=== design 1 ===
**Design 1: layout detail**

Window x 53 to 83, y 80 to 110 um. Cells in grey, sequential cells in the stronger grey; small squares are vias.
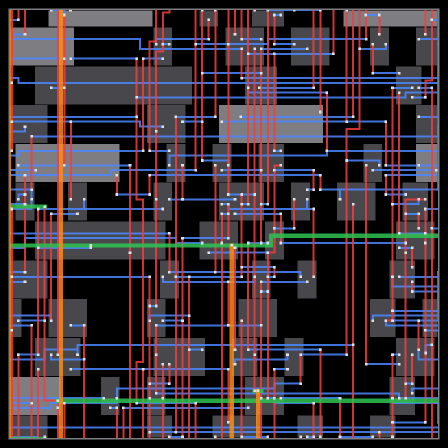

===== config.mk =====
export PLATFORM = sky130hd
export DESIGN_NAME = srt2_divider_seq
export DESIGN_NICKNAME = d
export VERILOG_FILES = /design/src/rtl/srt2_divider_seq_pkg.sv /design/src/rtl/srt2_lzc.sv /design/src/rtl/srt2_divider_seq.sv
export SDC_FILE = /design/constraint.sdc
export NUM_CORES = 1
export LEC_CHECK = 0
export CAP_MARGIN = 5
export CELL_PAD_IN_SITES_DETAIL_PLACEMENT = 2
export CELL_PAD_IN_SITES_GLOBAL_PLACEMENT = 2
export CORE_MARGIN = 5
export CORE_UTILIZATION = 35
export CTS_CLUSTER_DIAMETER = 80
export DETAILED_ROUTE_END_ITERATION = 10
export PLACE_DENSITY_LB_ADDON = 0.15
export SLEW_MARGIN = 25
export SYNTH_ARGS = -nofsm -noshare
export SYNTH_HDL_FRONTEND = slang
export SYNTH_SLANG_ARGS = --single-unit

===== constraint.sdc =====
create_clock -name clk -period 4 [get_ports clk]
set_clock_uncertainty 0.2 [all_clocks]
set_input_delay 0.8 -clock clk [delete_from_list [all_inputs] [get_ports clk]]
set_output_delay 0.8 -clock clk [all_outputs]
set_load 0.05 [all_outputs]

===== src/rtl/srt2_divider_seq_pkg.sv =====
// Shared types for the SRT radix-2 divider: sequencer states and quotient-digit selection.
package srt2_divider_seq_pkg;

    typedef enum logic [2:0] {
        S_IDLE,
        S_NORM,
        S_ITER,
        S_CORR,
        S_FIN,
        S_DZ
    } state_e;

    typedef enum logic [1:0] {
        SEL_ZERO,
        SEL_POS,
        SEL_NEG
    } sel_e;

    // Digit choice from the top three bits of the partial remainder: small magnitude keeps 0.
    function automatic sel_e srt_select(input logic [2:0] top);
        sel_e sel;
        if (top == 3'b000 || top == 3'b111) begin
            sel = SEL_ZERO;
        end else if (top[2]) begin
            sel = SEL_NEG;
        end else begin
            sel = SEL_POS;
        end
        return sel;
    endfunction

endpackage


===== src/rtl/srt2_lzc.sv =====
// Combinational leading-zero count; the divider never presents an all-zero value.
module srt2_lzc #(
    parameter int WIDTH = 8
) (
    input  logic [WIDTH-1:0]         value_i,
    output logic [$clog2(WIDTH)-1:0] count_o
);
    localparam int LZW = $clog2(WIDTH);

    // Scanning upward lets the highest set bit have the last word.
    always_comb begin
        count_o = '0;
        for (int i = 0; i < WIDTH; i++) begin
            if (value_i[i]) begin
                count_o = LZW'(WIDTH - 1 - i);
            end
        end
    end

endmodule


===== src/rtl/srt2_divider_seq.sv =====
// Self-sequenced SRT radix-2 divider with start/done handshake, signed mode and exception flags.
module srt2_divider_seq
    import srt2_divider_seq_pkg::*;
#(
    parameter int WIDTH = 8
) (
    input  logic             clk,
    input  logic             rst_b,
    input  logic             start,
    input  logic             signed_mode,
    input  logic [WIDTH-1:0] dividend,
    input  logic [WIDTH-1:0] divisor,
    output logic             busy,
    output logic             done,
    output logic [WIDTH-1:0] quotient,
    output logic [WIDTH-1:0] remainder,
    output logic             div_by_zero,
    output logic             overflow
);
    localparam int LZW = $clog2(WIDTH);
    localparam logic [WIDTH-1:0] MIN_VAL = {1'b1, {(WIDTH-1){1'b0}}};

    state_e           state_q, state_d;
    logic [WIDTH:0]   a_q, a_d;
    logic [WIDTH-1:0] q_q, q_d;
    logic [WIDTH-1:0] qs_q, qs_d;
    logic [WIDTH-1:0] m_q, m_d;
    logic [LZW-1:0]   cnt_q, cnt_d;
    logic [LZW-1:0]   lz_q, lz_d;
    logic             neg_dd_q, neg_dd_d;
    logic             neg_dv_q, neg_dv_d;
    logic             ovf_pend_q, ovf_pend_d;
    logic             done_q, done_d;
    logic [WIDTH-1:0] quot_q, quot_d;
    logic [WIDTH-1:0] rem_q, rem_d;
    logic             dz_q, dz_d;
    logic             ovf_q, ovf_d;

    logic [LZW-1:0]     lz_w;
    logic [2*WIDTH:0]   norm_wide;
    sel_e               sel;
    logic [WIDTH:0]     shifted_a;
    logic [WIDTH:0]     m_ext;
    logic               sub_en;
    logic [WIDTH:0]     add_a;
    logic [WIDTH:0]     add_b;
    logic [WIDTH:0]     sum;
    logic [WIDTH-1:0]   qmag;
    logic [WIDTH-1:0]   rmag;
    logic [WIDTH-1:0]   dz_dividend;
    logic               in_neg_dd;
    logic               in_neg_dv;

    srt2_lzc #(.WIDTH(WIDTH)) u_lzc (
        .value_i (m_q),
        .count_o (lz_w)
    );

    // One adder serves both the iteration step and the final negative-remainder fix-up.
    assign sel         = srt_select(a_q[WIDTH:WIDTH-2]);
    assign shifted_a   = {a_q[WIDTH-1:0], q_q[WIDTH-1]};
    assign m_ext       = {1'b0, m_q};
    assign sub_en      = (state_q == S_ITER) && (sel == SEL_POS);
    assign add_a       = (state_q == S_ITER) ? shifted_a : a_q;
    assign add_b       = sub_en ? ~m_ext : m_ext;
    assign sum         = add_a + add_b + {{WIDTH{1'b0}}, sub_en};
    assign norm_wide   = {{(WIDTH+1){1'b0}}, q_q} << lz_w;
    assign qmag        = q_q - qs_q;
    assign rmag        = WIDTH'(a_q >> lz_q);
    assign dz_dividend = neg_dd_q ? -q_q : q_q;
    assign in_neg_dd   = signed_mode & dividend[WIDTH-1];
    assign in_neg_dv   = signed_mode & divisor[WIDTH-1];

    always_ff @(posedge clk) begin
        if (rst_b) begin
            state_q    <= S_IDLE;
            a_q        <= '0;
            q_q        <= '0;
            qs_q       <= '0;
            m_q        <= '0;
            cnt_q      <= '0;
            lz_q       <= '0;
            neg_dd_q   <= 1'b0;
            neg_dv_q   <= 1'b0;
            ovf_pend_q <= 1'b0;
            done_q     <= 1'b0;
            quot_q     <= '0;
            rem_q      <= '0;
            dz_q       <= 1'b0;
            ovf_q      <= 1'b0;
        end else begin
            state_q    <= state_d;
            a_q        <= a_d;
            q_q        <= q_d;
            qs_q       <= qs_d;
            m_q        <= m_d;
            cnt_q      <= cnt_d;
            lz_q       <= lz_d;
            neg_dd_q   <= neg_dd_d;
            neg_dv_q   <= neg_dv_d;
            ovf_pend_q <= ovf_pend_d;
            done_q     <= done_d;
            quot_q     <= quot_d;
            rem_q      <= rem_d;
            dz_q       <= dz_d;
            ovf_q      <= ovf_d;
        end
    end

    // A start arriving during the done cycle is dropped, hence the done_q guard in IDLE.
    always_comb begin
        state_d    = state_q;
        a_d        = a_q;
        q_d        = q_q;
        qs_d       = qs_q;
        m_d        = m_q;
        cnt_d      = cnt_q;
        lz_d       = lz_q;
        neg_dd_d   = neg_dd_q;
        neg_dv_d   = neg_dv_q;
        ovf_pend_d = ovf_pend_q;
        done_d     = 1'b0;
        quot_d     = quot_q;
        rem_d      = rem_q;
        dz_d       = dz_q;
        ovf_d      = ovf_q;
        case (state_q)
            S_IDLE: begin
                if (start && !done_q) begin
                    neg_dd_d   = in_neg_dd;
                    neg_dv_d   = in_neg_dv;
                    q_d        = in_neg_dd ? -dividend : dividend;
                    m_d        = in_neg_dv ? -divisor : divisor;
                    ovf_pend_d = signed_mode && (dividend == MIN_VAL) && (divisor == '1);
                    dz_d       = 1'b0;
                    ovf_d      = 1'b0;
                    cnt_d      = '0;
                    state_d    = (divisor == '0) ? S_DZ : S_NORM;
                end
            end
            S_NORM: begin
                m_d     = m_q << lz_w;
                a_d     = norm_wide[2*WIDTH:WIDTH];
                q_d     = norm_wide[WIDTH-1:0];
                qs_d    = '0;
                cnt_d   = '0;
                lz_d    = lz_w;
                state_d = S_ITER;
            end
            S_ITER: begin
                a_d   = (sel == SEL_ZERO) ? shifted_a : sum;
                q_d   = {q_q[WIDTH-2:0], sel == SEL_POS};
                qs_d  = {qs_q[WIDTH-2:0], sel == SEL_NEG};
                cnt_d = cnt_q + LZW'(1);
                if (cnt_q == LZW'(WIDTH - 1)) begin
                    state_d = S_CORR;
                end
            end
            S_CORR: begin
                if (a_q[WIDTH]) begin
                    a_d  = sum;
                    qs_d = qs_q + WIDTH'(1);
                end
                state_d = S_FIN;
            end
            S_FIN: begin
                if (ovf_pend_q) begin
                    quot_d = MIN_VAL;
                    rem_d  = '0;
                    ovf_d  = 1'b1;
                end else begin
                    quot_d = (neg_dd_q ^ neg_dv_q) ? -qmag : qmag;
                    rem_d  = neg_dd_q ? -rmag : rmag;
                end
                done_d  = 1'b1;
                state_d = S_IDLE;
            end
            S_DZ: begin
                // Two cycles here so the zero-divisor result appears after the second edge.
                if (cnt_q == '0) begin
                    cnt_d = LZW'(1);
                end else begin
                    quot_d  = '1;
                    rem_d   = dz_dividend;
                    dz_d    = 1'b1;
                    done_d  = 1'b1;
                    state_d = S_IDLE;
                end
            end
            default: state_d = S_IDLE;
        endcase
    end

    assign busy        = (state_q != S_IDLE) || done_q;
    assign done        = done_q;
    assign quotient    = quot_q;
    assign remainder   = rem_q;
    assign div_by_zero = dz_q;
    assign overflow    = ovf_q;

endmodule


=== design 2 ===
### src/rtl/dram_arbiter_if.sv
// Requester and DRAM-controller signal bundle for dram_arbiter.
// master = arbiter view, slave = requester/controller environment view.
interface dram_arbiter_if #(
    parameter int unsigned AW = 32,
    parameter int unsigned DW = 128
);
    logic          P0_REQ, P1_REQ;
    logic          P0_WE,  P1_WE;
    logic [AW-1:0] P0_ADR, P1_ADR;
    logic [DW-1:0] P0_DIN, P1_DIN;
    logic          P0_ACK, P1_ACK;
    logic [DW-1:0] P0_DOUT, P1_DOUT;
    logic          P0_DVALID, P1_DVALID;
    logic [AW-1:0] D_ADR;
    logic [DW-1:0] D_DIN;
    logic          D_WE, D_RE;
    logic [DW-1:0] D_DOUT;
    logic          D_BUSY, D_DOUTVALID;

    modport master (
        input  P0_REQ, P1_REQ, P0_WE, P1_WE, P0_ADR, P1_ADR, P0_DIN, P1_DIN,
        output P0_ACK, P1_ACK, P0_DOUT, P1_DOUT, P0_DVALID, P1_DVALID,
        output D_ADR, D_DIN, D_WE, D_RE,
        input  D_DOUT, D_BUSY, D_DOUTVALID
    );

    modport slave (
        output P0_REQ, P1_REQ, P0_WE, P1_WE, P0_ADR, P1_ADR, P0_DIN, P1_DIN,
        input  P0_ACK, P1_ACK, P0_DOUT, P1_DOUT, P0_DVALID, P1_DVALID,
        input  D_ADR, D_DIN, D_WE, D_RE,
        output D_DOUT, D_BUSY, D_DOUTVALID
    );
endinterface

### src/rtl/dram_arbiter.sv
// Two-port round-robin arbiter in front of a DRAM controller user port.
// One command at a time; reads block further grants until the data returns.
module dram_arbiter #(
    parameter int unsigned AW = 32,
    parameter int unsigned DW = 128
) (
    input  logic           CLK,
    input  logic           RST_X,
    input  logic           calib_done,
    dram_arbiter_if.master bus
);
    typedef enum logic [1:0] {IDLE, ISSUE, GAP, RDWAIT} state_t;

    state_t        state_q, state_d;
    logic          last_q, last_d;
    logic [AW-1:0] adr_q, adr_d;
    logic [DW-1:0] din_q, din_d;
    logic          we_q, we_d, re_q, re_d;
    logic          ack0_q, ack0_d, ack1_q, ack1_d;
    logic          dv0_q, dv0_d, dv1_q, dv1_d;
    logic [DW-1:0] dout0_q, dout0_d, dout1_q, dout1_d;
    logic          win, win_we;

    // Tie goes to the port not granted last; a lone requester always wins.
    assign win    = (bus.P0_REQ && bus.P1_REQ) ? ~last_q : bus.P1_REQ;
    assign win_we = win ? bus.P1_WE : bus.P0_WE;

    always_comb begin
        state_d = state_q;
        last_d  = last_q;
        adr_d   = adr_q;
        din_d   = din_q;
        we_d    = 1'b0;
        re_d    = 1'b0;
        ack0_d  = 1'b0;
        ack1_d  = 1'b0;
        dv0_d   = 1'b0;
        dv1_d   = 1'b0;
        dout0_d = dout0_q;
        dout1_d = dout1_q;
        case (state_q)
            IDLE: begin
                if (calib_done && !bus.D_BUSY && (bus.P0_REQ || bus.P1_REQ)) begin
                    state_d = ISSUE;
                    last_d  = win;
                    adr_d   = win ? bus.P1_ADR : bus.P0_ADR;
                    din_d   = win ? bus.P1_DIN : bus.P0_DIN;
                    we_d    = win_we;
                    re_d    = ~win_we;
                    ack0_d  = ~win;
                    ack1_d  = win;
                end
            end
            // re_q is still high during ISSUE for a read, so no separate type flag.
            ISSUE: state_d = re_q ? RDWAIT : GAP;
            GAP:   state_d = IDLE;
            RDWAIT: begin
                // last_q doubles as the owner of the outstanding read.
                if (bus.D_DOUTVALID) begin
                    state_d = IDLE;
                    if (last_q) begin
                        dout1_d = bus.D_DOUT;
                        dv1_d   = 1'b1;
                    end else begin
                        dout0_d = bus.D_DOUT;
                        dv0_d   = 1'b1;
                    end
                end
            end
            default: state_d = IDLE;
        endcase
    end

    always_ff @(posedge CLK or negedge RST_X) begin
        if (!RST_X) begin
            state_q <= IDLE;
            last_q  <= 1'b1;
            adr_q   <= '0;
            din_q   <= '0;
            we_q    <= 1'b0;
            re_q    <= 1'b0;
            ack0_q  <= 1'b0;
            ack1_q  <= 1'b0;
            dv0_q   <= 1'b0;
            dv1_q   <= 1'b0;
            dout0_q <= '0;
            dout1_q <= '0;
        end else begin
            state_q <= state_d;
            last_q  <= last_d;
            adr_q   <= adr_d;
            din_q   <= din_d;
            we_q    <= we_d;
            re_q    <= re_d;
            ack0_q  <= ack0_d;
            ack1_q  <= ack1_d;
            dv0_q   <= dv0_d;
            dv1_q   <= dv1_d;
            dout0_q <= dout0_d;
            dout1_q <= dout1_d;
        end
    end

    assign bus.D_ADR     = adr_q;
    assign bus.D_DIN     = din_q;
    assign bus.D_WE      = we_q;
    assign bus.D_RE      = re_q;
    assign bus.P0_ACK    = ack0_q;
    assign bus.P1_ACK    = ack1_q;
    assign bus.P0_DVALID = dv0_q;
    assign bus.P1_DVALID = dv1_q;
    assign bus.P0_DOUT   = dout0_q;
    assign bus.P1_DOUT   = dout1_q;
endmodule

### src/flat_wrapper.sv
// flat-port wrapper written by rule: the top's interface ports become plain ports
module dram_arbiter_flat 
#(
    parameter int unsigned AW = 32,
    parameter int unsigned DW = 128
)
  (CLK, RST_X, calib_done, bus_P0_REQ, bus_P1_REQ, bus_P0_WE, bus_P1_WE, bus_P0_ADR, bus_P1_ADR, bus_P0_DIN, bus_P1_DIN, bus_P0_ACK, bus_P1_ACK, bus_P0_DOUT, bus_P1_DOUT, bus_P0_DVALID, bus_P1_DVALID, bus_D_ADR, bus_D_DIN, bus_D_WE, bus_D_RE, bus_D_DOUT, bus_D_BUSY, bus_D_DOUTVALID);
  dram_arbiter_if #(.AW(AW), .DW(DW)) bus_i ();
  input  logic CLK;
  input  logic RST_X;
  input  logic calib_done;
  input wire logic [$bits(bus_i.P0_REQ)-1:0] bus_P0_REQ;
  input wire logic [$bits(bus_i.P1_REQ)-1:0] bus_P1_REQ;
  input wire logic [$bits(bus_i.P0_WE)-1:0] bus_P0_WE;
  input wire logic [$bits(bus_i.P1_WE)-1:0] bus_P1_WE;
  input wire logic [$bits(bus_i.P0_ADR)-1:0] bus_P0_ADR;
  input wire logic [$bits(bus_i.P1_ADR)-1:0] bus_P1_ADR;
  input wire logic [$bits(bus_i.P0_DIN)-1:0] bus_P0_DIN;
  input wire logic [$bits(bus_i.P1_DIN)-1:0] bus_P1_DIN;
  output wire logic [$bits(bus_i.P0_ACK)-1:0] bus_P0_ACK;
  output wire logic [$bits(bus_i.P1_ACK)-1:0] bus_P1_ACK;
  output wire logic [$bits(bus_i.P0_DOUT)-1:0] bus_P0_DOUT;
  output wire logic [$bits(bus_i.P1_DOUT)-1:0] bus_P1_DOUT;
  output wire logic [$bits(bus_i.P0_DVALID)-1:0] bus_P0_DVALID;
  output wire logic [$bits(bus_i.P1_DVALID)-1:0] bus_P1_DVALID;
  output wire logic [$bits(bus_i.D_ADR)-1:0] bus_D_ADR;
  output wire logic [$bits(bus_i.D_DIN)-1:0] bus_D_DIN;
  output wire logic [$bits(bus_i.D_WE)-1:0] bus_D_WE;
  output wire logic [$bits(bus_i.D_RE)-1:0] bus_D_RE;
  input wire logic [$bits(bus_i.D_DOUT)-1:0] bus_D_DOUT;
  input wire logic [$bits(bus_i.D_BUSY)-1:0] bus_D_BUSY;
  input wire logic [$bits(bus_i.D_DOUTVALID)-1:0] bus_D_DOUTVALID;
  assign bus_i.P0_REQ = bus_P0_REQ;
  assign bus_i.P1_REQ = bus_P1_REQ;
  assign bus_i.P0_WE = bus_P0_WE;
  assign bus_i.P1_WE = bus_P1_WE;
  assign bus_i.P0_ADR = bus_P0_ADR;
  assign bus_i.P1_ADR = bus_P1_ADR;
  assign bus_i.P0_DIN = bus_P0_DIN;
  assign bus_i.P1_DIN = bus_P1_DIN;
  assign bus_P0_ACK = bus_i.P0_ACK;
  assign bus_P1_ACK = bus_i.P1_ACK;
  assign bus_P0_DOUT = bus_i.P0_DOUT;
  assign bus_P1_DOUT = bus_i.P1_DOUT;
  assign bus_P0_DVALID = bus_i.P0_DVALID;
  assign bus_P1_DVALID = bus_i.P1_DVALID;
  assign bus_D_ADR = bus_i.D_ADR;
  assign bus_D_DIN = bus_i.D_DIN;
  assign bus_D_WE = bus_i.D_WE;
  assign bus_D_RE = bus_i.D_RE;
  assign bus_i.D_DOUT = bus_D_DOUT;
  assign bus_i.D_BUSY = bus_D_BUSY;
  assign bus_i.D_DOUTVALID = bus_D_DOUTVALID;
  dram_arbiter #(.AW(AW), .DW(DW)) u_core (.CLK(CLK), .RST_X(RST_X), .calib_done(calib_done), .bus(bus_i));
endmodule
### config.mk
export PLATFORM = sky130hd
export DESIGN_NAME = dram_arbiter_flat
export DESIGN_NICKNAME = d
export VERILOG_FILES = /design/src/rtl/dram_arbiter_if.sv /design/src/rtl/dram_arbiter.sv /design/src/flat_wrapper.sv
export SDC_FILE = /design/constraint.sdc
export NUM_CORES = 1
export LEC_CHECK = 0
export CORE_AREA = 4 4 341 343
export CTS_CLUSTER_DIAMETER = 120
export CTS_CLUSTER_SIZE = 16
export DETAILED_ROUTE_END_ITERATION = 8
export DIE_AREA = 0 0 345 347
export MAX_ROUTING_LAYER = met4
export SLEW_MARGIN = 20
export SYNTH_ARGS = -nofsm -noshare
export SYNTH_HDL_FRONTEND = slang
export SYNTH_SLANG_ARGS = --single-unit
### constraint.sdc
create_clock -name CLK -period 3 [get_ports CLK]
set_input_delay 0.6 -clock CLK [delete_from_list [all_inputs] [get_ports CLK]]
set_output_delay 0.6 -clock CLK [all_outputs]
set_load 0.02 [all_outputs]
=== design 3 ===
File: src/rtl/hamming_tx_pkg.sv
// Shared types and helpers for the Hamming(7,4) serial transmitter:
// FSM state encoding, parity function and line levels.
package hamming_tx_pkg;

    typedef enum logic [2:0] {
        ST_IDLE,
        ST_START,
        ST_DATA,
        ST_FLAG,
        ST_STOP
    } tx_state_t;

    localparam logic LINE_IDLE  = 1'b1;
    localparam logic LINE_START = 1'b0;
    localparam logic LINE_STOP  = 1'b1;

    // Returns {p3, p2, p1}, matching the convention of the upstream register.
    function automatic logic [2:0] hamming74_parity(input logic [3:0] d);
        return {d[0] ^ d[1] ^ d[2],
                d[0] ^ d[1] ^ d[3],
                d[0] ^ d[2] ^ d[3]};
    endfunction

    function automatic int frame_bits(input int blocks);
        return 7 * blocks + 3;
    endfunction

endpackage

File: src/rtl/hamming74_encoder.sv
// Combinational Hamming(7,4) encoder; codeword bit 0 is the first bit on the line
// (d0, d1, d2, d3, p1, p2, p3).
module hamming74_encoder
    import hamming_tx_pkg::*;
(
    input  logic [3:0] data_i,
    output logic [6:0] code_o
);

    assign code_o = {hamming74_parity(data_i), data_i};

endmodule

File: src/rtl/hamming_serial_tx.sv
// Accepts a word over valid/ready, Hamming(7,4)-encodes each nibble and sends
// start bit, codewords, fault flag and stop bit on an idle-high serial line.
module hamming_serial_tx
    import hamming_tx_pkg::*;
#(
    parameter int WIDTH        = 4,
    parameter int CLKS_PER_BIT = 4
) (
    input  logic             clk,
    input  logic             rst,
    input  logic             in_valid,
    input  logic [WIDTH-1:0] in_data,
    input  logic             in_fault,
    output logic             in_ready,
    output logic             tx_out,
    output logic             tx_busy,
    output logic [15:0]      frame_count
);

    localparam int BLOCKS    = WIDTH / 4;
    localparam int DATA_BITS = 7 * BLOCKS;
    localparam int SHIFT_W   = DATA_BITS + 1;
    localparam int DIV_W     = $clog2(CLKS_PER_BIT);
    localparam int CNT_W     = $clog2(DATA_BITS + 1);
    localparam logic [DIV_W-1:0] DIV_LAST = DIV_W'(CLKS_PER_BIT - 1);
    localparam logic [CNT_W-1:0] BIT_LAST = CNT_W'(DATA_BITS - 1);

    logic [DATA_BITS-1:0] codes;

    for (genvar i = 0; i < BLOCKS; i++) begin : g_enc
        hamming74_encoder u_enc (
            .data_i (in_data[4*i +: 4]),
            .code_o (codes[7*i +: 7])
        );
    end

    tx_state_t          state_q, state_d;
    logic [DIV_W-1:0]   div_q, div_d;
    logic [CNT_W-1:0]   bit_q, bit_d;
    logic [SHIFT_W-1:0] shift_q, shift_d;
    logic               tx_q, tx_d;
    logic [15:0]        fc_q, fc_d;
    logic               bit_tick;

    assign bit_tick    = (div_q == DIV_LAST);
    assign in_ready    = (state_q == ST_IDLE) && !rst;
    assign tx_busy     = (state_q != ST_IDLE);
    assign tx_out      = tx_q;
    assign frame_count = fc_q;

    always_ff @(posedge clk) begin
        // NOTE: non-blocking assignments so every flop updates from pre-edge values.
        if (rst) begin
            state_q <= ST_IDLE;
            div_q   <= '0;
            bit_q   <= '0;
            // NOTE: the shift register is cleared too, so an abandoned frame leaves no stale data.
            shift_q <= '0;
            tx_q    <= LINE_IDLE;
            fc_q    <= '0;
        end else begin
            state_q <= state_d;
            div_q   <= div_d;
            bit_q   <= bit_d;
            shift_q <= shift_d;
            tx_q    <= tx_d;
            fc_q    <= fc_d;
        end
    end

    // tx_d follows the current state, so the line lags the FSM by one cycle.
    always_comb begin
        // NOTE: defaults first so every path assigns every signal and no latch is inferred.
        state_d = state_q;
        div_d   = div_q;
        bit_d   = bit_q;
        shift_d = shift_q;
        fc_d    = fc_q;
        tx_d    = LINE_IDLE;

        if (state_q != ST_IDLE) begin
            div_d = bit_tick ? '0 : div_q + 1'b1;
        end

        case (state_q)
            ST_IDLE: begin
                if (in_valid && in_ready) begin
                    state_d = ST_START;
                    shift_d = {in_fault, codes};
                    div_d   = '0;
                    bit_d   = '0;
                end
            end
            ST_START: begin
                tx_d = LINE_START;
                if (bit_tick) state_d = ST_DATA;
            end
            ST_DATA: begin
                tx_d = shift_q[0];
                if (bit_tick) begin
                    shift_d = shift_q >> 1;
                    if (bit_q == BIT_LAST) begin
                        bit_d   = '0;
                        state_d = ST_FLAG;
                    end else begin
                        bit_d = bit_q + 1'b1;
                    end
                end
            end
            ST_FLAG: begin
                tx_d = shift_q[0];
                if (bit_tick) state_d = ST_STOP;
            end
            ST_STOP: begin
                tx_d = LINE_STOP;
                if (bit_tick) begin
                    state_d = ST_IDLE;
                    fc_d    = fc_q + 1'b1;
                end
            end
            default: state_d = ST_IDLE;
        endcase
    end

endmodule

File: config.mk
export PLATFORM = sky130hd
export DESIGN_NAME = hamming_serial_tx
export DESIGN_NICKNAME = d
export VERILOG_FILES = /design/src/rtl/hamming_tx_pkg.sv /design/src/rtl/hamming74_encoder.sv /design/src/rtl/hamming_serial_tx.sv
export SDC_FILE = /design/constraint.sdc
export NUM_CORES = 1
export LEC_CHECK = 0
export CORE_MARGIN = 2
export CORE_UTILIZATION = 43
export CTS_BUF_LIST = sky130_fd_sc_hd__clkbuf_4
export DETAILED_ROUTE_END_ITERATION = 8
export PLACE_DENSITY = 0.66
export SYNTH_ARGS = -nofsm -noshare
export SYNTH_HDL_FRONTEND = slang
export SYNTH_HIERARCHICAL = 1
export SYNTH_SLANG_ARGS = --single-unit
File: constraint.sdc
create_clock -name clk -period 2.75 [get_ports clk]
set_clock_uncertainty 0.2 [all_clocks]
set_input_delay 0.55 -clock clk [delete_from_list [all_inputs] [get_ports clk]]
set_output_delay 0.55 -clock clk [all_outputs]
set_load 0.05 [all_outputs]
=== design 4 ===
**config.mk**
```make
export PLATFORM = sky130hd
export DESIGN_NAME = bfp16_demux_stream
export DESIGN_NICKNAME = d
export VERILOG_FILES = /design/src/rtl/bfp16_demux_stream.sv
export SDC_FILE = /design/constraint.sdc
export NUM_CORES = 1
export LEC_CHECK = 0
export CELL_PAD_IN_SITES_DETAIL_PLACEMENT = 0
export CELL_PAD_IN_SITES_GLOBAL_PLACEMENT = 1
export CORE_MARGIN = 4
export CORE_UTILIZATION = 36
export DETAILED_ROUTE_END_ITERATION = 6
export MAX_ROUTING_LAYER = met4
export PLACE_DENSITY = 0.91
export SLEW_MARGIN = 30
export SYNTH_ARGS = -nofsm -noshare
export SYNTH_HDL_FRONTEND = slang
export SYNTH_SLANG_ARGS = --single-unit
```
**constraint.sdc**
```tcl
create_clock -name clk -period 2.7 [get_ports clk]
set_clock_uncertainty 0.1 [all_clocks]
set_input_delay 0.54 -clock clk [delete_from_list [all_inputs] [get_ports clk]]
set_output_delay 0.54 -clock clk [all_outputs]
set_load 0.05 [all_outputs]
```
**src/rtl/bfp16_demux_stream.sv**
```systemverilog
// ---------------------------------------------------------------------------
// bfp16_demux_stream
//
// Registered 1-to-NUM_OUT demultiplexer for BFP16 operand streams with
// valid/ready flow control. Each accepted beat lands in the one-entry holding
// register of one output lane. The lane is either named by in_sel or taken from
// an internal round-robin pointer. Lanes drain independently, so back-pressure
// on one lane never corrupts or duplicates data on another.
//
// Ports:
//   clk        sole clock, rising edge
//   rst_n      asynchronous active-low reset
//   in_valid   input beat present
//   in_ready   input beat accepted when in_valid & in_ready (combinational)
//   in_data    input word
//   in_sel     explicit target lane, used when rr_en = 0
//   rr_en      1 = round-robin lane selection, 0 = explicit in_sel
//   out_valid  per-lane holding register full
//   out_ready  per-lane downstream accept
//   out_data   flattened lane words, lane k = [k*DATA_TYPE +: DATA_TYPE]
//   rr_ptr     current round-robin pointer
//   drop_cnt   saturating count of beats discarded for an illegal select
// ---------------------------------------------------------------------------
module bfp16_demux_stream #(
    parameter  int DATA_TYPE = 16,
    parameter  int NUM_OUT   = 4,
    parameter  int CNT_W     = 16,
    localparam int SEL_W     = $clog2(NUM_OUT)
) (
    input  logic                          clk,
    input  logic                          rst_n,
    input  logic                          in_valid,
    output logic                          in_ready,
    input  logic [DATA_TYPE-1:0]          in_data,
    input  logic [SEL_W-1:0]              in_sel,
    input  logic                          rr_en,
    output logic [NUM_OUT-1:0]            out_valid,
    input  logic [NUM_OUT-1:0]            out_ready,
    output logic [NUM_OUT*DATA_TYPE-1:0]  out_data,
    output logic [SEL_W-1:0]              rr_ptr,
    output logic [CNT_W-1:0]              drop_cnt
);

    localparam logic [SEL_W:0]   NUM_OUT_W = (SEL_W+1)'(NUM_OUT);
    localparam logic [SEL_W-1:0] LAST_LANE = SEL_W'(NUM_OUT - 1);

    logic [NUM_OUT-1:0]   valid_q, valid_d;
    logic [DATA_TYPE-1:0] data_q [NUM_OUT];
    logic [DATA_TYPE-1:0] data_d [NUM_OUT];
    logic [SEL_W-1:0]     rr_ptr_q, rr_ptr_d;
    logic [CNT_W-1:0]     drop_q, drop_d;

    logic [SEL_W-1:0]     target;
    logic                 legal;
    logic [NUM_OUT-1:0]   hit;
    logic [NUM_OUT-1:0]   lane_free;
    logic                 accept;

    // Lane decode and ready. A lane can take a beat when it is empty or is
    // being drained this cycle. An illegal select (only reachable in explicit
    // mode with a non power-of-two lane count) is always swallowed.
    always_comb begin
        target    = rr_en ? rr_ptr_q : in_sel;
        legal     = ({1'b0, target} < NUM_OUT_W);
        hit       = '0;
        for (int k = 0; k < NUM_OUT; k++) begin
            hit[k] = legal && (target == SEL_W'(k));
        end
        lane_free = ~valid_q | out_ready;
        in_ready  = ~legal | (|(hit & lane_free));
    end

    assign accept = in_valid & in_ready;

    always_comb begin
        // Refill wins over drain so a lane that empties and refills in the same
        // cycle shows no bubble.
        valid_d = (valid_q & ~out_ready) | (hit & {NUM_OUT{accept}});
        for (int k = 0; k < NUM_OUT; k++) begin
            data_d[k] = data_q[k];
            if (accept && hit[k]) begin
                data_d[k] = in_data;
            end
        end

        rr_ptr_d = rr_ptr_q;
        if (accept && rr_en) begin
            rr_ptr_d = (rr_ptr_q == LAST_LANE) ? '0 : rr_ptr_q + SEL_W'(1);
        end

        drop_d = drop_q;
        if (accept && !legal && (drop_q != '1)) begin
            drop_d = drop_q + CNT_W'(1);
        end
    end

    always_ff @(posedge clk or negedge rst_n) begin
        if (!rst_n) begin
            valid_q  <= '0;
            rr_ptr_q <= '0;
            drop_q   <= '0;
            for (int k = 0; k < NUM_OUT; k++) begin
                data_q[k] <= '0;
            end
        end else begin
            valid_q  <= valid_d;
            rr_ptr_q <= rr_ptr_d;
            drop_q   <= drop_d;
            for (int k = 0; k < NUM_OUT; k++) begin
                data_q[k] <= data_d[k];
            end
        end
    end

    assign out_valid = valid_q;
    assign rr_ptr    = rr_ptr_q;
    assign drop_cnt  = drop_q;

    for (genvar g = 0; g < NUM_OUT; g++) begin : g_lane
        assign out_data[g*DATA_TYPE +: DATA_TYPE] = data_q[g];
    end

endmodule
```
**Design 3: gate-type map**

Drawn at 8 px/um.
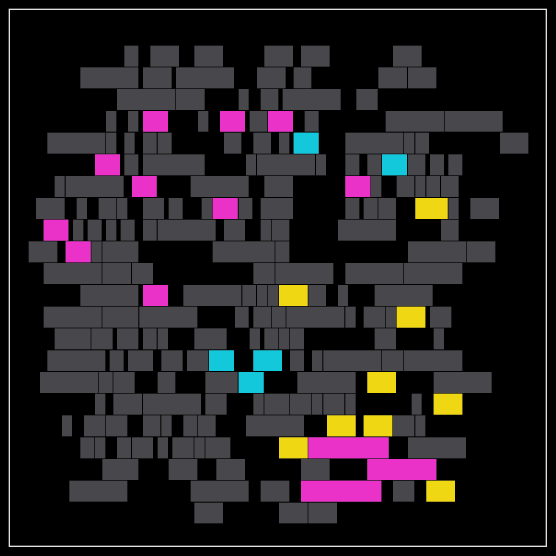
family	colour	cells
XOR/XNOR gates	magenta	13
AND-OR and OR-AND gates	cyan	5
multiplexers	yellow	9
fin cells: 260
Top cell excl fill/tap: dfxtp_1
Comb area share: 0.454

==> run summary, design 3 <==
run results: Final Cell Area 2060 um^2, Hold-fix buffers, CTS 0, die extent in y 67.0 um, Worst path max stage delay roughly 0.86 ns, # Cells Yosys 186, Final Util 0.550, GRT Residual Overflow 0, Buf/Inv on CP 1, Flop Count 33, Non-CTS buffers 33, register area share after synthesis 0.388, top-count cell post-synth dfxtp_1, R2R Path Start state_q[1]$_SDFFE_PP0P_, Inverters 6, FP Util 0.455, Synth Cell Area 1700 um^2, Layout fillers 377, area of the core 3740 um^2, minimum clock period 2.43 ns, most frequent cells in the layout dfxtp_1 (33), nor2_1 (24), clkdlybuf4s50_1 (24), Global Route Usage Sum 0.168, placed insts 252, post-CTS setup buffers 0, Setup TNS Final 0 ns, max reg flops 16, Clock Tree Buf Depth 2, EDFF count, synth 0, final setup vio count 0, final hold violation count 0, Seq/total area 0.321, Flops after synth 33, worst path cell trace clkdlybuf4s50_1, Final period util 0.883, Detail Placement HPWL around 2300 um, Largest cells by area dfxtp_1 (39%), nor2_1 (5.3%), mux2i_1 (4.7%), tool warnings 26, Num CTS Buffers 5, status completed, worst slack at placement 0.0408 ns, NonClk Buf Share 0.158, Setup crit end frame_count[3], Via-to-Cell Ratio 5.31, Syn Area/Cell 9.16 um^2, logic depth of the worst register-to-register path 4, Synth cell types 44, Top Ports 27, CTS tree built, Final Max Tran Viols 0, Hold Crit Class reg -> reg, CTS resizes 0, worst hold path depth 2, DP Area about 2000 um^2, synth warn 6, drt first pass iters 4, Syn-to-layout area delta 20.8%, Well Taps about 48, Multi-input gate area 935 um^2, post-synthesis instance total 186, # diodes 0, H-Tree Depth 2, post-synthesis net count 196, layout net count between 200 and 250
[design 3: cells by family after synthesis]
| logic type | Yosys count | synth area share |
|---|---|---|
| adder cells (fa/ha/maj) | 2 | 0.0147 |
| AND/OR/NAND/NOR | 75 | 0.249 |
| multiplexers | 9 | 0.0536 |
| XOR/XNOR | 13 | 0.0977 |
| buffers and inverters | 21 | 0.0639 |
| flip-flops | 33 | 0.388 |
| AND-OR/OR-AND | 33 | 0.134 |
[design 3: per-layer routing]
| metal | up-vias | GRT usage | routed length (um) |
|---|---|---|---|
| li1 | 708 | - | - |
| met1 | 639 | 0.191 | 1470 |
| met2 | 26 | 0.280 | 1570 |
| met3 | 7 | 0.0456 | 132 |
| met4 | 0 | 0.102 | 67 |
| met5 | - | 0 | 0 |
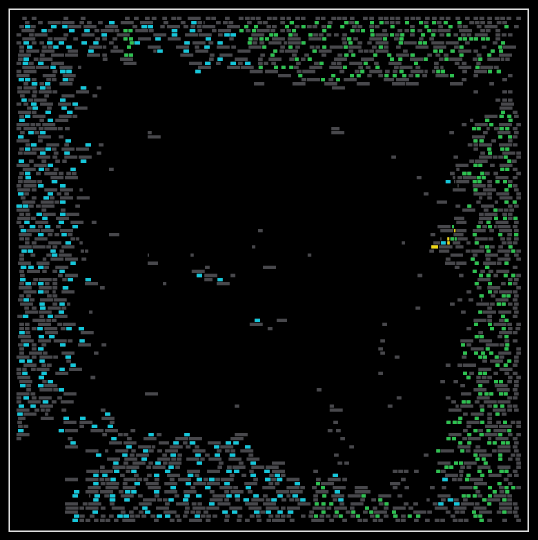
**Above:** design 2 (gate-type map).
Drawn at 1.5 px/um.
family	colour	cells
multiplexers	cyan	258
NAND gates	yellow	4
inverting AOI/OAI gates	green	323

==> run summary, design 2 <==
run results: Multi-input gate area 5840 um^2, dominant kind of combinational cell multiplexers, clk latency of the worst-skew pair just under 0.6 ns, origin of the worst min-delay path u_core.bus.P0_DOUT[92]$_DFFE_PN0P_, H-Tree Depth 2, Buf/Inv on CP 1, final hold slack 0.505 ns, unrepaired setup endpoints after global routing false, CTS resizes 0, CLK BUF 36, status completed, top-count cell post-synth dfrtp_1, Post-route DRC 0, required time of the worst setup path roughly 2.4 ns, asr flop ratio synth 1.00, crit path capture type output pin, met1 Use GR 0.169, MUX share of area 0.171, # Cells Yosys 1,139, Reg clk slew, reported paths 0.08 ns, Non-CTS buffers roughly 930, Largest cells by area dfrtp_1 (62%), mux2_2 (17%), a2bb2oi_1 (8.2%), XOR Share, Synth 0, worst slack at placement 0.437 ns, post-synthesis net count ~1,600
## design 2: how the worst max path moves through the flow
stage                                             from                             endpoint  depth (start not counted)
floorplan                              bus_D_DOUTVALID  u_core.bus.P0_DOUT[126]$_DFFE_PN0P_                          6
global placement                            bus_P0_REQ     u_core.bus.D_DIN[34]$_DFFE_PN0P_                          5
detailed placement                          bus_P0_REQ    u_core.bus.D_DIN[119]$_DFFE_PN0P_                          5
CTS                 u_core.bus.P1_DOUT[16]$_DFFE_PN0P_                      bus_P1_DOUT[16]                          1
global route        u_core.bus.P1_DOUT[16]$_DFFE_PN0P_                      bus_P1_DOUT[16]                          1
finish              u_core.bus.P1_DOUT[16]$_DFFE_PN0P_                      bus_P1_DOUT[16]                          1
## design 2: routing by layer
| layer | share of wire | vias up |
|---|---|---|
| li1 | - | 6163 |
| met1 | 0.41 | 7324 |
| met2 | 0.48 | 667 |
| met3 | 0.084 | 105 |
| met4 | 0.017 | 0 |
| met5 | 0 | - |
**Design 4: gate-type map**

Drawn at 4 px/um.
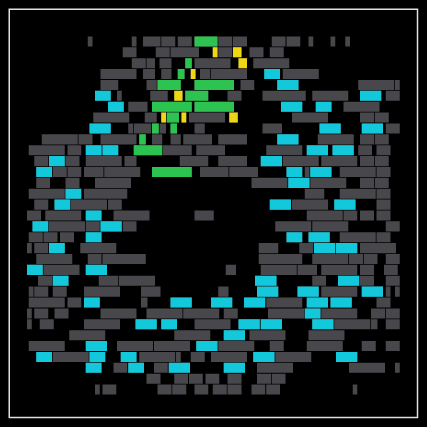
family	colour	cells
NAND gates	yellow	8
multiplexers	cyan	66
inverting AOI/OAI gates	green	14

==> run summary, design 4 <==
run results: DP Area roughly 4300 um^2, Clock Root Buffer clkbuf_8, status completed, Rows 33, asr flop ratio synth 1.00, fmax 0.399 GHz, worst endpoint data arrival time 1.87 ns, drt total wl 7120 um, H-Tree Depth 3, Worst Setup SP in_sel[1], # diodes 0, most frequent cells in the layout clkdlybuf4s50_1 (93), dfrtp_1 (70), mux2_4 (40), worst hold path depth 1, post-synthesis instance total 190, gpl congestion 0.776, share of layout cells above drive strength 1 0.345, final hold slack roughly 0.41 ns, Setup crit end in_ready, die width ~100 um, worst path cell trace clkdlybuf4s50_1, nor3b_1, buf_4, o21ai_4, nand4_1, buf_12, fin cells 418, Top cell excl fill/tap clkdlybuf4s50_1, die extent in y approximately 100 um, # Cells Yosys 190, routed via count between 1,500 and 2,000, initial antenna violation count 0, Global Route Usage Sum 0.146, Reg2Reg Setup Slack 0.58 ns, Final Util 0.553, ANT nets after route 0, Num CTS Buffers 9, Synth Cell Area 3160 um^2, actual slew at the worst max-slew pin between 0.5 and 0.6 ns, Flops after synth 70, origin of the worst min-delay path out_data[15]$_DFFE_PN0P_, final setup vio count 0
[design 4: what timing repair did]
action,4_1_cts,5_1_grt
hold endpoints to repair,8,0
resized,0,1
setup endpoints to repair,1,1
pin swaps,2,1
hold buffers,1,0
buffers inserted,1,1
[design 4: kinds of logic after synthesis]
logic type | synth area share
DFF | 0.554
muxes | 0.283
buffers and inverters | 0.0546
and+or+nand+nor | 0.0360
AOI/OAI and AO/OA | 0.0673
adders and majority gates | 0.00396
other | 0.00119
[design 4: layout make-up]
cell class	instances	area, um^2
fillers	684	3750
flip-flops and latches	70	1750
multi-input cells	114	1290
repair buffers	112	1190
clock inverters	6	134
well taps	105	131
clock buffers	10	128
inverters	1	3.75
[design 4: metal layers]
layer  vias to the layer above  GRT usage
met2                        77      0.227
met1                      1004      0.182
met5                         -          -
li1                        889          -
met4                         0     0.0460
met3                         6     0.0461
[design 4: sequential cells by signal, summed over array words and instances, names as in the netlist]
register / cells
out_valid: 4
rr_ptr: 2
out_data: 64
**Design 1: routed metal, one colour a layer**

Drawn at 3 px/um. Only two layers are drawn.
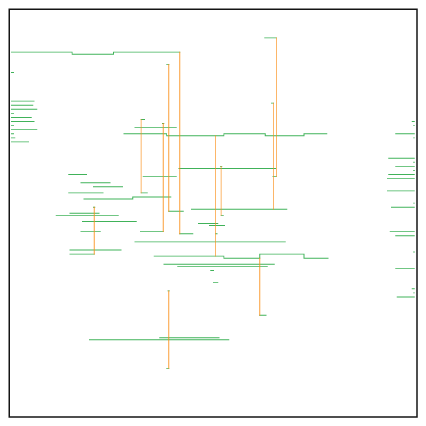
layer	colour	wire length
met3	green	792 um
met4	orange	369 um

**Design 1: gate-type map**

Drawn at 3 px/um.
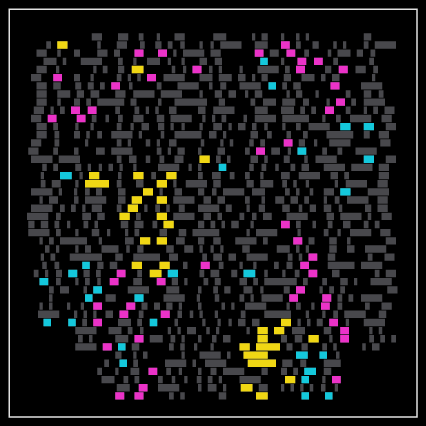
family	colour	cells	most used
AND-OR and OR-AND gates	cyan	28	a21o_1
multiplexers	yellow	32	mux2i_1
XOR/XNOR gates	magenta	50	xnor2_1

About 'layout detail' of design 1:
layer	colour
met1	blue
met2	red
met3	green
met4	orange
cells with their middle in the window	52
netlist names of flops here include	`q_q` (2), `cnt_q` (1)
most frequent	nor2_1 (10), nand2_1 (8), buf_4 (6)
sequential cells in the window	3

==> run summary, design 1 <==
run results: Syn Area/Cell about 7.2 um^2, worst path cell trace or3b_2, a221oi_1, nor2_1, fa_1, a21o_1, a21oi_1, o21bai_1, a2111oi_0, nor3_1, xnor2_1, o21ai_0, Multi-input gate area about 3900 um^2, max reg flops 9, NonClk Buf Share 0.0863, #MultiIn Comb 612, # Cells Yosys 760, top-count cell post-synth nor2_1, Detail Placement HPWL 16,400 um, largest net degree at the start of global routing 46, clk latency of the worst-skew pair 0.35 ns, Synth Cell Area ~5500 um^2, Hold-fix buffers, CTS 0, routed via count 5,927, Critical Path Slowest Stage Cell or3b_2, Clock Root Buffer clkbuf_16, clk sink count 64, Yosys top cell by area dfxtp_1, Dominant cell area share 0.233, H-Tree Depth 3, register area share after synthesis 0.233, crit path launch type register, post-synthesis instance total 760, Num CTS Buffers 9, final hold violation count 0, Well Taps 211, Final period util 0.891, Buf/Inv on CP 0, final setup vio count 0, status completed, Port Buffers 39, Final Max Tran Viols 0, ANT nets after route 0, CP top delay family AND-OR/OR-AND gates, drt wl/cell 22.1 um, Register Area 1280 um^2, die width 135 um, worst slack at placement 0.466 ns, Via-to-Cell Ratio 5.95, Layout fillers 1,832, chip area 18,300 um^2, DP Area 6120 um^2, Rows 45, Syn-to-layout area delta 17.4%, post-synthesis net count 806, Reg clk slew, reported paths 0.06 ns, tool warnings 28, final hold slack 0.303 ns, EDFF count, synth 0, Worst path max stage delay about 0.6 ns, top cell category multi-input combinational cells, initial antenna violation count 0, worst endpoint data arrival time between 3 and 4 ns, vias in the first global route 6,329, crit path capture type register, dominant synthesized flop cell dfxtp_1
## design 1: cell families after synthesis
kind of cell | count (synthesis) | synth area share
compound gates | 231 | 0.274
xor+xnor | 50 | 0.0795
fa+ha+maj | 26 | 0.0618
buf+inv | 84 | 0.0591
flops | 64 | 0.233
mux | 32 | 0.0688
simple gates | 273 | 0.224
## design 1: layer usage
| metal | GRT usage | vias to the layer above | part of all wire |
|---|---|---|---|
| met5 | 0 | - | 0 |
| met4 | 0.0778 | 0 | 0.017 |
| met3 | 0.0386 | 23 | 0.036 |
| met2 | 0.436 | 108 | 0.51 |
| met1 | 0.293 | 3003 | 0.44 |
| li1 | - | 2793 | - |
## design 1: worst paths after layout
path	startpoint	end	slack, ns	depth (start not counted)
max	state_q[2]$_SDFFE_PP0P_	a_q[8]$_SDFFE_PP0P_	0.44	11
min	remainder[2]$_SDFFE_PP0P_	remainder[2]$_SDFFE_PP0P_	0.30	2
max reg2reg	state_q[2]$_SDFFE_PP0P_	a_q[8]$_SDFFE_PP0P_	0.44	11
min reg2reg	remainder[2]$_SDFFE_PP0P_	remainder[2]$_SDFFE_PP0P_	0.30	2


## Gallery

Routing congestion.
(a)
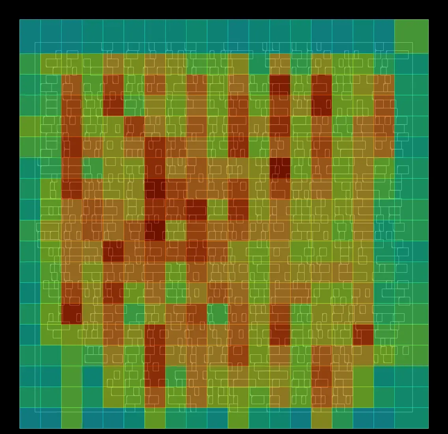
(b)
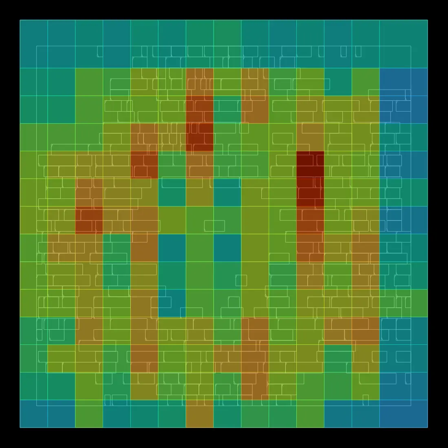
(c)
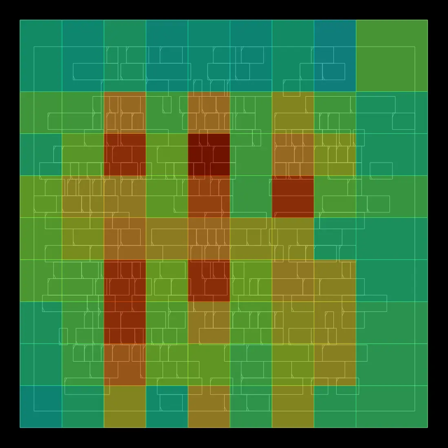
(d)
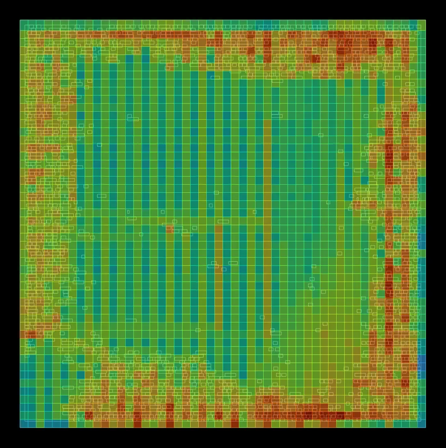
Design 2 is (d).
Design 3 is (c).
Design 4 is (b).
Design 1 is (a).
- highest track usage: (a)
- lowest utilization: (d)

